# ---- button_debounce_bank ----
Fig. 1: button_debounce_bank, register map, names as in the netlist
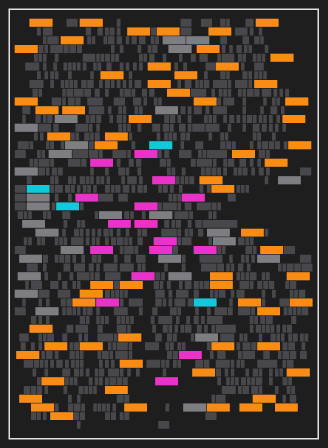
### config.mk
export PLATFORM = sky130hd
export DESIGN_NAME = button_debounce_bank
export DESIGN_NICKNAME = d
export VERILOG_FILES = /design/src/rtl/button_pkg.sv /design/src/rtl/debounce_chan.sv /design/src/rtl/button_debounce_bank.sv
export SDC_FILE = /design/constraint.sdc
export NUM_CORES = 1
export LEC_CHECK = 0
export ABC_AREA = 1
export CORE_ASPECT_RATIO = 1.4
export CORE_UTILIZATION = 50
export CTS_BUF_LIST = sky130_fd_sc_hd__clkbuf_8
export DETAILED_ROUTE_END_ITERATION = 6
export PLACE_DENSITY = 0.69
export SYNTH_ARGS = -nofsm -noshare
export SYNTH_HDL_FRONTEND = slang
export SYNTH_HIERARCHICAL = 1
export SYNTH_SLANG_ARGS = --single-unit
### constraint.sdc
create_clock -name clk -period 4.1 [get_ports clk]
set_clock_uncertainty 0.05 [all_clocks]
set_input_delay 0.615 -clock clk [delete_from_list [all_inputs] [get_ports clk]]
set_output_delay 0.615 -clock clk [all_outputs]
set_load 0.02 [all_outputs]
### src/rtl/button_pkg.sv
// Shared types and sizing helpers for the button debounce bank.
package button_pkg;

    typedef enum logic [1:0] {
        ST_RELEASED,
        ST_PRESS_WAIT,
        ST_HELD,
        ST_RELEASE_WAIT
    } chan_state_t;

    localparam int HOLD_W = 16;

    // Bits needed to hold values 0..max_val, never less than one.
    function automatic int cnt_w(input int max_val);
        return (max_val < 1) ? 1 : $clog2(max_val + 1);
    endfunction

endpackage

### src/rtl/debounce_chan.sv
// One debounced button channel: synchronizer, debounce FSM, stable and hold timers.
//   state           | meaning
//   ST_RELEASED     | accepted level 0, input agrees
//   ST_PRESS_WAIT   | input high, counting agreeing ticks before accepting the press
//   ST_HELD         | accepted level 1, hold timer running toward auto-repeat
//   ST_RELEASE_WAIT | input low, counting agreeing ticks; hold timer frozen
module debounce_chan
    import button_pkg::*;
#(
    parameter int STABLE       = 10,
    parameter int HOLD_TICKS   = 50,
    parameter int REPEAT_TICKS = 10,
    parameter int REPEAT_EN    = 1
) (
    input  logic clk,
    input  logic rst,
    input  logic tick,
    input  logic button_in,
    output logic db_level,
    output logic press_p,
    output logic release_p,
    output logic repeat_p
);

    localparam int SW = cnt_w(STABLE);

    logic              sync_1;
    logic              s;
    chan_state_t       state;
    logic [SW-1:0]     stab_cnt;
    logic [HOLD_W-1:0] hold_cnt;

    always_ff @(posedge clk) begin
        if (rst) begin
            sync_1    <= 1'b0;
            s         <= 1'b0;
            state     <= ST_RELEASED;
            stab_cnt  <= '0;
            hold_cnt  <= '0;
            db_level  <= 1'b0;
            press_p   <= 1'b0;
            release_p <= 1'b0;
            repeat_p  <= 1'b0;
        end else begin
            sync_1    <= button_in;
            s         <= sync_1;
            press_p   <= 1'b0;
            release_p <= 1'b0;
            repeat_p  <= 1'b0;

            // Hold timer counts down; terminal count fires a repeat and reloads the repeat interval.
            if (state == ST_HELD && tick) begin
                if (hold_cnt <= HOLD_W'(1)) begin
                    repeat_p <= (REPEAT_EN != 0);
                    hold_cnt <= HOLD_W'(REPEAT_TICKS);
                end else begin
                    hold_cnt <= hold_cnt - HOLD_W'(1);
                end
            end

            case (state)
                ST_RELEASED: begin
                    if (s) begin
                        state    <= ST_PRESS_WAIT;
                        stab_cnt <= '0;
                    end
                end
                ST_PRESS_WAIT: begin
                    if (!s) begin
                        state    <= ST_RELEASED;
                        stab_cnt <= '0;
                    end else if (tick) begin
                        if (stab_cnt == SW'(STABLE - 1)) begin
                            state    <= ST_HELD;
                            press_p  <= 1'b1;
                            db_level <= 1'b1;
                            hold_cnt <= HOLD_W'(HOLD_TICKS);
                        end else begin
                            stab_cnt <= stab_cnt + SW'(1);
                        end
                    end
                end
                ST_HELD: begin
                    if (!s) begin
                        state    <= ST_RELEASE_WAIT;
                        stab_cnt <= '0;
                    end
                end
                ST_RELEASE_WAIT: begin
                    if (s) begin
                        state <= ST_HELD;
                    end else if (tick) begin
                        if (stab_cnt == SW'(STABLE - 1)) begin
                            state     <= ST_RELEASED;
                            release_p <= 1'b1;
                            db_level  <= 1'b0;
                            hold_cnt  <= '0;
                        end else begin
                            stab_cnt <= stab_cnt + SW'(1);
                        end
                    end
                end
                default: state <= ST_RELEASED;
            endcase
        end
    end

endmodule

### src/rtl/button_debounce_bank.sv
// Bank of independent debounced buttons sharing one sample-tick prescaler.
module button_debounce_bank
    import button_pkg::*;
#(
    parameter int N_CH         = 4,
    parameter int STABLE       = 10,
    parameter int TICK_DIV     = 1,
    parameter int HOLD_TICKS   = 50,
    parameter int REPEAT_TICKS = 10,
    parameter int REPEAT_EN    = 1
) (
    input  logic            clk,
    input  logic            rst,
    input  logic [N_CH-1:0] button_in,
    output logic [N_CH-1:0] db_level,
    output logic [N_CH-1:0] press_p,
    output logic [N_CH-1:0] release_p,
    output logic [N_CH-1:0] repeat_p
);

    logic tick;

    generate
        if (TICK_DIV == 1) begin : g_no_div
            assign tick = 1'b1;
        end else begin : g_div
            localparam int PW = cnt_w(TICK_DIV - 1);
            logic [PW-1:0] pre_cnt;

            always_ff @(posedge clk) begin
                if (rst || pre_cnt == PW'(TICK_DIV - 1)) begin
                    pre_cnt <= '0;
                end else begin
                    pre_cnt <= pre_cnt + PW'(1);
                end
            end

            assign tick = (pre_cnt == PW'(TICK_DIV - 1));
        end
    endgenerate

    for (genvar i = 0; i < N_CH; i++) begin : g_chan
        debounce_chan #(
            .STABLE       (STABLE),
            .HOLD_TICKS   (HOLD_TICKS),
            .REPEAT_TICKS (REPEAT_TICKS),
            .REPEAT_EN    (REPEAT_EN)
        ) u_chan (
            .clk       (clk),
            .rst       (rst),
            .tick      (tick),
            .button_in (button_in[i]),
            .db_level  (db_level[i]),
            .press_p   (press_p[i]),
            .release_p (release_p[i]),
            .repeat_p  (repeat_p[i])
        );
    end

endmodule

==> results.txt <==
Results of an implementation run.

For reference, the critical path cell chain is clkdlybuf4s50_1. The internal portion of total power is 0.00141 W. Looking at the VDD voltage map, the peak drop is 0.209 mV. The chip area from the yosys synthesis statistics is 6150 um^2.

Looking at the gate-level netlist, the highest instance count belongs to sky130_fd_sc_hd__nand2_1. Excluding fillers, the count of instances in the completed layout stands at 1,106. The run finished with clean final reports. The chip occupies 12,700 um^2. The sum of routed wire segments on met1 is 5.49 mm. The areal power density over the cells is 272 nW/um^2. Hold timing on the final database bottoms out at a slack of 0.352 ns. The met3 usage is 3.25%. For this run the aggregate overflow at the end of global routing stands at 0. In this run, power in the clock network comes to 0.000667 W.

The post-synthesis share of cell area spent on and, or, nand and nor gates is 42.4%. Yosys reports that the most numerous cell types are sky130_fd_sc_hd__nand2_1, sky130_fd_sc_hd__nor2_1, sky130_fd_sc_hd__inv_1, sky130_fd_sc_hd__dfxtp_1, sky130_fd_sc_hd__nand3_1. The aggregate routed wire length is 12.1 mm. Looking at the clock tree report, the maximum root-to-sink buffer count equals 2. The final number of max-transition violations is 0.

The capturing instance or port of the critical path is db_level[1]. The layout has 21 buffers outside the clock class. The number of sequential cells reported for the layout is 112. The number of placed instances, taps included, is 1,090. The overall power consumption is 0.00184 W. Of the post-synthesis cell area, the dominant cell type holds 36.5%. The fraction of cell area in multi-input combinational cells is reported as 50.5%. Timing would allow up to 495 MHz. The share of flip-flops with an asynchronous set or reset is 0%. The pre-CTS worst setup slack is 2.04 ns. The library cell contributing the largest single delay on the critical path is sky130_fd_sc_hd__clkdlybuf4s50_1. The startpoint of the lowest-slack hold path is g_chan[2].u_chan/sync_1. In the layout the commonest cells are sky130_fd_sc_hd__nand2_1, sky130_fd_sc_hd__nor2_1, sky130_fd_sc_hd__inv_1, sky130_fd_sc_hd__dfxtp_1, sky130_fd_sc_hd__nand3_1. In this run the maximum-capacitance check reported violations numbering 0. In the finished layout, the clock tree contains a buffer count of 10.

Detailed placement ended at an HPWL of 9.21 mm. The fraction of met1 tracks used by global routing is 24.9%. After Yosys synthesis, AND-OR and OR-AND compound gates account for 6.27% of the synthesized area. The H-tree level count is 3. The detailed router used layers up to and including met4. The class occupying the most area after layout is reported as multi-input combinational cells.

The main flop type after synthesis is sky130_fd_sc_hd__dfxtp_1. The most flop-heavy register is g_chan.u_chan/hold_cnt. In this run, post-CTS hold repair placed 0 buffers.

The power consumed by combinational cells is 0.0000725 W. The proportion of layout cells with a drive suffix above 1 is 8.86%. The number of OpenROAD warnings is 34. The flip-flop count of the largest register, all copies and words added is 64. The final route contains 5,423 vias. The CTS log lists the clock sinks for this run as 112. The longest incremental delay of any stage on the critical path is reported as 0.62 ns. The library cell used most frequently in the layout, excluding fill and tap cells, is sky130_fd_sc_hd__nand2_1. The first element of the critical path is g_chan[1].u_chan/db_level. The number of violations reported at the end of detailed-routing iteration 0 is 170. Per the timing report, the most critical flop-to-flop path originates at g_chan[0].u_chan/stab_cnt[1]. The starting utilization of the core area is 51.7%. The data arrival time at the worst-slack endpoint is 1.35 ns.

The main logic family after synthesis is simple AND/OR/NAND/NOR gates. The setup path with the least slack is of type register to primary output. Once layout is done, the placed cells without fillers occupy 6780 um^2.

The number of multi-input combinational cells in the layout is 669.
## Picture notes: Fig. 1
- cyan: g_chan.u_chan/state (sequential cells 4)
- orange: g_chan.u_chan/hold_cnt (sequential cells 64; where widely spread)
- magenta: g_chan.u_chan/stab_cnt (sequential cells 16; where center)
- not colored: 28
flip-flop and latch share of the layout cell area: 33.1%
Sequential Power: 0.00110 W
sequential cell area: 2240 um^2
Final Core Density: 57.1%


# ---- button_conditioner ----
Fig. 2: button_conditioner, port wiring
Scale bar: 20 um.
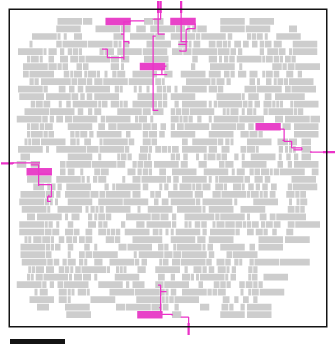
Fig. 3: button_conditioner, M2 wires
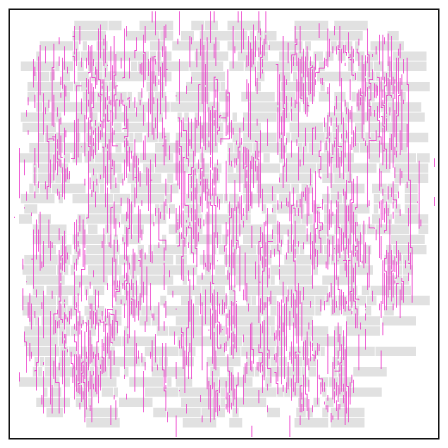
<file path="src/rtl/button_conditioner.sv">
// Push-button conditioner: 2-flop sync, per-bit debounce, press pulse.
// Optional auto-repeat on masked bits when BUTTON_AUTOREPEAT_EN is defined.
module button_conditioner #(
   parameter int unsigned       N_BTN           = 6,
   parameter int unsigned       DEBOUNCE_CYCLES = 1250000,
   parameter logic [N_BTN-1:0]  REPEAT_MASK     = 6'b011000,
   parameter int unsigned       REPEAT_DELAY    = 62500000,
   parameter int unsigned       REPEAT_PERIOD   = 25000000
) (
   input  logic             clk,
   input  logic             reset,
   input  logic [N_BTN-1:0] btn_raw,
   output logic [N_BTN-1:0] btn_level,
   output logic [N_BTN-1:0] btn_pulse
);

   localparam int unsigned CW = $clog2(DEBOUNCE_CYCLES + 1);
`ifdef BUTTON_AUTOREPEAT_EN
   localparam int unsigned RMAX = (REPEAT_DELAY > REPEAT_PERIOD) ?
                                  REPEAT_DELAY : REPEAT_PERIOD;
   localparam int unsigned TW   = $clog2(RMAX + 1);
`endif

   typedef enum logic [1:0] {
      ST_IDLE,
      ST_HELD,
      ST_REPEAT
   } state_e;

   logic [N_BTN-1:0] s1_q;
   logic [N_BTN-1:0] s2_q;

   always_ff @(posedge clk or posedge reset) begin
      if (reset) begin
         s1_q <= '0;
         s2_q <= '0;
      end else begin
         s1_q <= btn_raw;
         s2_q <= s1_q;
      end
   end

   for (genvar i = 0; i < N_BTN; i++) begin : g_btn
      logic [CW-1:0] cnt_q, cnt_d;
      logic          lvl_q, lvl_d;
      logic          pls_q, pls_d;
      logic          rise, fall;
      state_e        st_q, st_d;
`ifdef BUTTON_AUTOREPEAT_EN
      logic [TW-1:0] tmr_q, tmr_d;
`endif

      always_comb begin
         cnt_d = '0;
         lvl_d = lvl_q;
         rise  = 1'b0;
         fall  = 1'b0;
         if (s2_q[i] != lvl_q) begin
            if (cnt_q == CW'(DEBOUNCE_CYCLES - 1)) begin
               lvl_d = s2_q[i];
               rise  = s2_q[i];
               fall  = ~s2_q[i];
            end else begin
               cnt_d = cnt_q + 1'b1;
            end
         end
      end

      // Release is tested first so it beats a repeat firing on the same edge.
      always_comb begin
         st_d  = st_q;
         pls_d = 1'b0;
`ifdef BUTTON_AUTOREPEAT_EN
         tmr_d = tmr_q + 1'b1;
`endif
         unique case (st_q)
            ST_IDLE: begin
`ifdef BUTTON_AUTOREPEAT_EN
               tmr_d = '0;
`endif
               if (rise) begin
                  st_d  = ST_HELD;
                  pls_d = 1'b1;
               end
            end
            ST_HELD: begin
               if (fall) begin
                  st_d = ST_IDLE;
`ifdef BUTTON_AUTOREPEAT_EN
                  tmr_d = '0;
               end else if (REPEAT_MASK[i] &&
                            tmr_q == TW'(REPEAT_DELAY - 1)) begin
                  st_d  = ST_REPEAT;
                  pls_d = 1'b1;
                  tmr_d = '0;
`endif
               end
            end
            ST_REPEAT: begin
               if (fall) begin
                  st_d = ST_IDLE;
`ifdef BUTTON_AUTOREPEAT_EN
                  tmr_d = '0;
               end else if (tmr_q == TW'(REPEAT_PERIOD - 1)) begin
                  pls_d = 1'b1;
                  tmr_d = '0;
`endif
               end
            end
            default: st_d = ST_IDLE;
         endcase
      end

      always_ff @(posedge clk or posedge reset) begin
         if (reset) begin
            cnt_q <= '0;
            lvl_q <= 1'b0;
            pls_q <= 1'b0;
            st_q  <= ST_IDLE;
`ifdef BUTTON_AUTOREPEAT_EN
            tmr_q <= '0;
`endif
         end else begin
            cnt_q <= cnt_d;
            lvl_q <= lvl_d;
            pls_q <= pls_d;
            st_q  <= st_d;
`ifdef BUTTON_AUTOREPEAT_EN
            tmr_q <= tmr_d;
`endif
         end
      end

      assign btn_level[i] = lvl_q;
      assign btn_pulse[i] = pls_q;
   end

endmodule

</file>
<file path="config.mk">
export PLATFORM = sky130hd
export DESIGN_NAME = button_conditioner
export DESIGN_NICKNAME = d
export VERILOG_FILES = /design/src/rtl/button_conditioner.sv
export SDC_FILE = /design/constraint.sdc
export NUM_CORES = 1
export LEC_CHECK = 0
export CORE_MARGIN = 2
export CORE_UTILIZATION = 62
export CTS_BUF_LIST = sky130_fd_sc_hd__clkbuf_16
export DETAILED_ROUTE_END_ITERATION = 12
export HOLD_SLACK_MARGIN = 0.15
export PLACE_DENSITY = 0.76
export RECOVER_POWER = 50
export SKIP_LAST_GASP = 1
export SLEW_MARGIN = 10
export SYNTH_ARGS = -nofsm -noshare
export SYNTH_HDL_FRONTEND = slang
export SYNTH_SLANG_ARGS = --single-unit
</file>
<file path="constraint.sdc">
create_clock -name clk -period 6.1 [get_ports clk]
set_clock_uncertainty 0.1 [all_clocks]
set_input_delay 0.915 -clock clk [delete_from_list [all_inputs] [get_ports clk]]
set_output_delay 0.915 -clock clk [all_outputs]
set_load 0.005 [all_outputs]
</file>
==> results.txt <==
Results of an implementation run.

The synthesis report names the predominant flop master as sky130_fd_sc_hd__dfrtp_1. The final number of max-transition violations is 117. The run reported a max-capacitance violation count of 1.

In this run, the combinational gates consume 2.5% of the power. Once layout is complete, the cells apart from fillers number 924. The final reports fail on max-capacitance violations, max-slew violations. According to the dpl log, the detail-placed design has an HPWL of 9.15 mm. The final routed DRC violation total is 0. Clock tree synthesis inserted a total of 17 buffers. The worst supply voltage drop on vdd is 0.259 mV. The library cell contributing the largest single delay on the critical path is sky130_fd_sc_hd__clkinvlp_4. Walking the worst path, the cells encountered are dlygate4sd3_1 > clkinvlp_4 > buf_4.

The number of cells in the yosys synthesis report is 763. The fraction of synthesized cell area in xor and xnor cells is 8.82%. The total number of nets in the final design is 779. The leading power group is clock. The delay of the slowest critical-path stage is 1.50 ns. After clock tree synthesis, the repair step resized 0 gates. The sum of routed wire segments on met1 is 6.61 mm. The via-per-instance ratio is 6.18. The run finished, with violations left.

The final tally of hold violations is 0. The synthesized cell area is 7540 um^2. In this run the cell area measured after placement is 7740 um^2. STA classifies the critical path endpoint as an asynchronous set/reset pin. The tree is rooted in a sky130_fd_sc_hd__clkbuf_16.

The detail-routed net length per standard cell is 15.4 um. The first global-routing pass estimated 25.8 mm of wire. Global routing consumed, on the met1 layer, 31.9% of the routing resources. The post-synthesis share of cell area spent on and, or, nand and nor gates is 25.2%.

The flip-flop and latch count after synthesis is 156. Across all stage logs, warnings added up to 28. The count of placed standard cells including taps is 893. The startpoint of the lowest-slack hold path is s1_q[5]. The multiplexer fraction of the synthesized cell area is 0.896%.

The area used by multi-input combinational logic is 3330 um^2. The chip area from the yosys synthesis statistics is 7540 um^2. The sequential cell area share is 46.3%. The biggest slice of the area belongs to registers. After synthesis, the most frequently instantiated cells are sky130_fd_sc_hd__dfrtp_1, sky130_fd_sc_hd__nor2_1, sky130_fd_sc_hd__xor2_1, sky130_fd_sc_hd__nand3_1, sky130_fd_sc_hd__a21oi_1. The most numerous cell in the Yosys netlist is sky130_fd_sc_hd__dfrtp_1. The internal portion of total power is 0.00191 W.

The number of setup violations in the final report is 0. After layout, the design draws a total of 0.00237 W. The pin count of the biggest net entering global routing is 117. Counting only logic cells after layout, the most numerous master is sky130_fd_sc_hd__dfrtp_1. The core region area is 12,000 um^2. The final critical delay including setup and external delays is 3.30 ns. The total net switching power is 0.000465 W. In this run the worst path has a maximum fanout of 116.

Per the layout report, the design carries 859 filler cells.
## Picture notes: Fig. 2
- magenta: btn_level (direction output; edge 3 north, 1 east, 1 west, 1 south; end cells 6; buffers 6; wire 210 um)
Port-buffer cells: 19
top-level port count: 20

## Picture notes: Fig. 3
- wire length on this layer: 7,090 um
- longest straight run: 29.6 um
- main direction: vertical
total wire length: 14.3 mm
Vias: 5,707
global routing met2 resource utilization: 40.1%


# ---- alu_pipe_arbiter ----
Fig. 4: alu_pipe_arbiter, register map, names as in the netlist
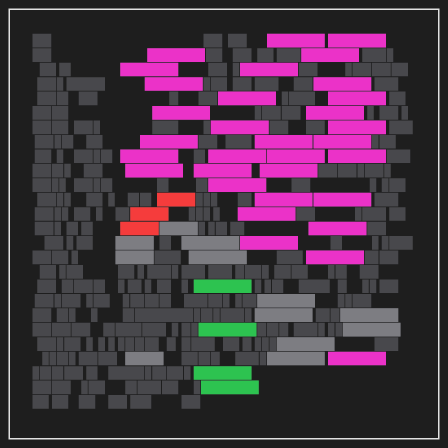
Fig. 5: alu_pipe_arbiter, met1 routing
Supply wires on this layer in gray.
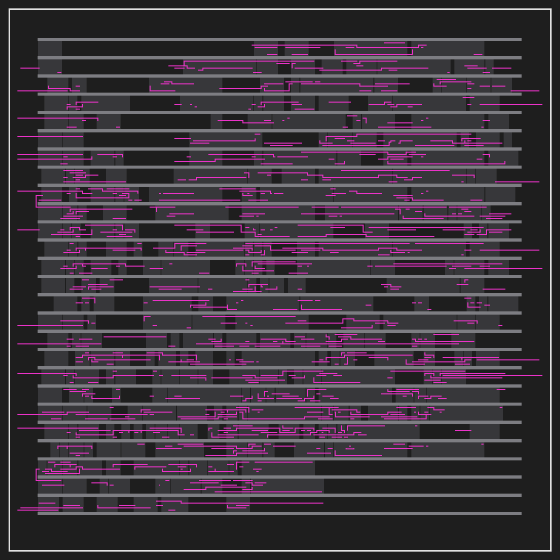
Fig. 6: alu_pipe_arbiter, port wiring
Scale bar: 20 um.
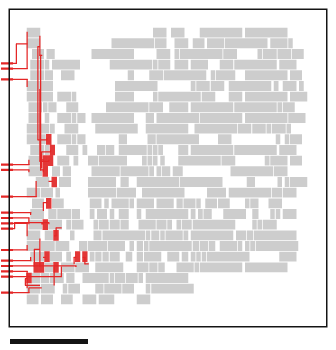
### src/rtl/alu_pipe_arbiter.sv
// alu_pipe_arbiter: shares one fixed-latency ALU pipeline among NREQ requesters.
// Ports: req_* (per-requester issue handshake), pipe_* (shared pipeline
// operands/result), rsp_* (per-requester response FIFO drain), clk, rst (sync,
// active-low). Optional macro ALU_PIPE_ARB_FIXED_PRIO_EN selects fixed priority
// (lowest index wins) instead of round-robin.
module alu_pipe_arbiter #(
    parameter int DWIDTH    = 8,
    parameter int NREQ      = 2,
    parameter int LATENCY   = 3,
    parameter int RSP_DEPTH = 2
) (
    input  logic                   clk,
    input  logic                   rst,
    input  logic [NREQ-1:0]        req_valid_i,
    output logic [NREQ-1:0]        req_ready_o,
    input  logic [NREQ*DWIDTH-1:0] req_op1_i,
    input  logic [NREQ*DWIDTH-1:0] req_op2_i,
    output logic [DWIDTH-1:0]      pipe_op1_o,
    output logic [DWIDTH-1:0]      pipe_op2_o,
    input  logic [DWIDTH-1:0]      pipe_res_i,
    output logic [NREQ-1:0]        rsp_valid_o,
    input  logic [NREQ-1:0]        rsp_ready_i,
    output logic [NREQ*DWIDTH-1:0] rsp_data_o
);

    localparam int IW = (NREQ > 1) ? $clog2(NREQ) : 1;
    localparam int PW = (RSP_DEPTH > 1) ? $clog2(RSP_DEPTH) : 1;
    localparam int CW = $clog2(RSP_DEPTH + 1);

    logic [CW-1:0]     credit [NREQ];
    logic [CW-1:0]     count  [NREQ];
    logic [PW-1:0]     wr_ptr [NREQ];
    logic [PW-1:0]     rd_ptr [NREQ];
    logic [DWIDTH-1:0] mem    [NREQ][RSP_DEPTH];

    logic              tag_v  [LATENCY];
    logic [IW-1:0]     tag_id [LATENCY];

    logic [NREQ-1:0]   elig;
    logic [NREQ-1:0]   grant;
    logic [NREQ-1:0]   nonempty;
    logic [NREQ-1:0]   pop;
    logic [NREQ-1:0]   wr_en;
    logic [IW-1:0]     winner;
    logic              found;
    logic              issue;

`ifndef ALU_PIPE_ARB_FIXED_PRIO_EN
    logic [IW-1:0]     last_grant;
`endif

    // A requester may only issue when its buffer is guaranteed a free slot
    // for the result, since the pipeline cannot be stalled.
    always_comb begin
        for (int i = 0; i < NREQ; i++) begin
            elig[i] = rst && req_valid_i[i] && (credit[i] != '0);
        end
    end

    always_comb begin
        grant  = '0;
        winner = '0;
        found  = 1'b0;
`ifdef ALU_PIPE_ARB_FIXED_PRIO_EN
        for (int k = 0; k < NREQ; k++) begin
            if (!found && elig[k]) begin
                found  = 1'b1;
                winner = IW'(k);
            end
        end
`else
        // Search from the requester after the last winner, wrapping.
        for (int off = 1; off <= NREQ; off++) begin
            int idx;
            idx = int'(last_grant) + off;
            if (idx >= NREQ) begin
                idx = idx - NREQ;
            end
            if (!found && elig[idx]) begin
                found  = 1'b1;
                winner = IW'(idx);
            end
        end
`endif
        if (found) begin
            grant[winner] = 1'b1;
        end
    end

    assign issue       = found;
    assign req_ready_o = grant;

    always_comb begin
        pipe_op1_o = '0;
        pipe_op2_o = '0;
        if (issue) begin
            pipe_op1_o = req_op1_i[int'(winner)*DWIDTH +: DWIDTH];
            pipe_op2_o = req_op2_i[int'(winner)*DWIDTH +: DWIDTH];
        end
    end

`ifndef ALU_PIPE_ARB_FIXED_PRIO_EN
    always_ff @(posedge clk) begin
        if (!rst) begin
            last_grant <= IW'(NREQ - 1);
        end else if (issue) begin
            last_grant <= winner;
        end
    end
`endif

    // Owner tags travel alongside the operands; the tail lines up with
    // pipe_res_i so the result can be steered to its requester.
    always_ff @(posedge clk) begin
        if (!rst) begin
            for (int k = 0; k < LATENCY; k++) begin
                tag_v[k]  <= 1'b0;
                tag_id[k] <= '0;
            end
        end else begin
            tag_v[0]  <= issue;
            tag_id[0] <= winner;
            for (int k = 1; k < LATENCY; k++) begin
                tag_v[k]  <= tag_v[k-1];
                tag_id[k] <= tag_id[k-1];
            end
        end
    end

    always_comb begin
        rsp_data_o = '0;
        for (int i = 0; i < NREQ; i++) begin
            nonempty[i] = rst && (count[i] != '0);
            pop[i]      = nonempty[i] && rsp_ready_i[i];
            wr_en[i]    = tag_v[LATENCY-1] && (tag_id[LATENCY-1] == IW'(i));
            if (nonempty[i]) begin
                rsp_data_o[i*DWIDTH +: DWIDTH] = mem[i][rd_ptr[i]];
            end
        end
    end

    assign rsp_valid_o = nonempty;

    always_ff @(posedge clk) begin
        if (!rst) begin
            for (int i = 0; i < NREQ; i++) begin
                credit[i] <= CW'(RSP_DEPTH);
                count[i]  <= '0;
                wr_ptr[i] <= '0;
                rd_ptr[i] <= '0;
            end
        end else begin
            for (int i = 0; i < NREQ; i++) begin
                case ({grant[i], pop[i]})
                    2'b10:   credit[i] <= credit[i] - 1'b1;
                    2'b01:   credit[i] <= credit[i] + 1'b1;
                    default: credit[i] <= credit[i];
                endcase
                case ({wr_en[i], pop[i]})
                    2'b10:   count[i] <= count[i] + 1'b1;
                    2'b01:   count[i] <= count[i] - 1'b1;
                    default: count[i] <= count[i];
                endcase
                if (wr_en[i]) begin
                    wr_ptr[i] <= (wr_ptr[i] == PW'(RSP_DEPTH - 1)) ?
                                 '0 : wr_ptr[i] + 1'b1;
                end
                if (pop[i]) begin
                    rd_ptr[i] <= (rd_ptr[i] == PW'(RSP_DEPTH - 1)) ?
                                 '0 : rd_ptr[i] + 1'b1;
                end
            end
        end
    end

    always_ff @(posedge clk) begin
        for (int i = 0; i < NREQ; i++) begin
            if (wr_en[i]) begin
                mem[i][wr_ptr[i]] <= pipe_res_i;
            end
        end
    end

    // Credits reserve a slot at issue time, so a result never lands in a
    // full buffer.
    for (genvar g = 0; g < NREQ; g++) begin : g_chk
        a_no_overflow: assert property (@(posedge clk) disable iff (!rst)
            !(wr_en[g] && (count[g] == CW'(RSP_DEPTH))));
    end

endmodule
### config.mk
export PLATFORM = sky130hd
export DESIGN_NAME = alu_pipe_arbiter
export DESIGN_NICKNAME = d
export VERILOG_FILES = /design/src/rtl/alu_pipe_arbiter.sv
export SDC_FILE = /design/constraint.sdc
export NUM_CORES = 1
export LEC_CHECK = 0
export CORE_MARGIN = 4
export CORE_UTILIZATION = 48
export CTS_BUF_LIST = sky130_fd_sc_hd__clkbuf_8
export DETAILED_ROUTE_END_ITERATION = 6
export PLACE_DENSITY = 0.83
export SLEW_MARGIN = 15
export SYNTH_ARGS = -nofsm -noshare
export SYNTH_HDL_FRONTEND = slang
export SYNTH_SLANG_ARGS = --single-unit
### constraint.sdc
create_clock -name clk -period 2.8 [get_ports clk]
set_input_delay 0.56 -clock clk [delete_from_list [all_inputs] [get_ports clk]]
set_output_delay 0.56 -clock clk [all_outputs]
set_load 0.02 [all_outputs]
==> results.txt <==
Results of an implementation run.

The run finished with clean final reports. The largest cell class by area is registers. The data arrival time at the worst-slack endpoint is 2.71 ns. The power consumed by combinational cells is 0.000389 W.

For the worst reg-to-reg path, the startpoint reported by OpenROAD is credit[1][0]. The number of antenna cells inserted is 0. The number of violations reported at the end of detailed-routing iteration 0 is 94. In the detailed route, the total length drawn on met2 is 2.89 mm. Once the clock tree was built, the setup fixing pass inserted 0 buffers.

Per report_power, the clock group accounts for 28.2% of the total. Combinational cells account for 21.8% of the total power. The proportion of cell area spent on the clock network is 3.15%. The fraction of area in non-clock buffers is 25.5%.

The cell occurring most often along the worst timing path is sky130_fd_sc_hd__buf_4. There are 51 flip-flops and latches. The worst clock skew on the final layout is 0.00411 ns. Dividing the final minimum period by the clock period gives 95.0%. Before CTS, the worst setup slack after placement is -0.217 ns. The area fraction in full adders, half adders and majority gates is 4.95%. The share of synthesized cell area in and-or and or-and compound cells is 8.22%.

In the final layout, the share of cells above drive strength 1 is 8.64%. The number of cells in the yosys synthesis report is 234. Looking at the global route congestion table, the highest-usage layer is met2. The starting utilization of the core area is 49.5%. The library cell with the largest summed area after synthesis is sky130_fd_sc_hd__edfxtp_1. The report puts the cell count of the worst reg-to-reg path at 8.

The highest routing layer actually used is met4.
Notes on Fig. 4 above:
- red: tag_id (sequential cells 3)
- green: credit (sequential cells 4; where south)
- magenta: mem (sequential cells 32)
sequential cell area: 1460 um^2
Final Core Density: 70.1%
Sequential Power: 0.000890 W

Notes on Fig. 5 above:
- main direction: horizontal
- nets with wire on the layer: 319
- share of all routed wire: 40%
Vias: 2,004
total wire length: 5.81 mm
GR met1 Demand/Resource: 21.5%

Notes on Fig. 6 above:
- red: req_op1_i (direction input; edge west; end cells 16; buffers 16; wire 266 um)
top-level port count: 82
Port-buffer cells: 81



==> layout pictures side by side <==
Routing congestion map.
shot_01.png
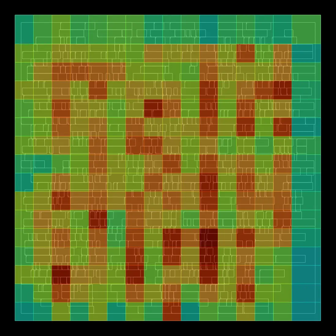
shot_02.png
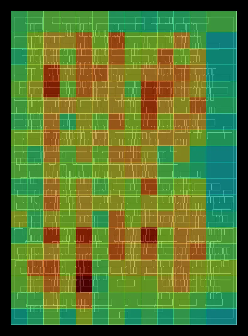
shot_03.png
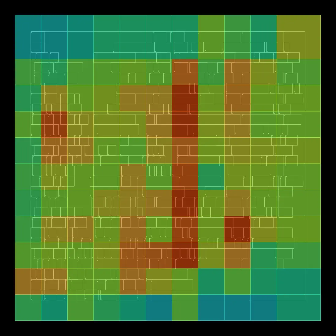
shot_03.png -> alu_pipe_arbiter
shot_01.png -> button_conditioner
shot_02.png -> button_debounce_bank
Of these, highest track usage: shot_01.png

Power and IR drop assume default switching activity.
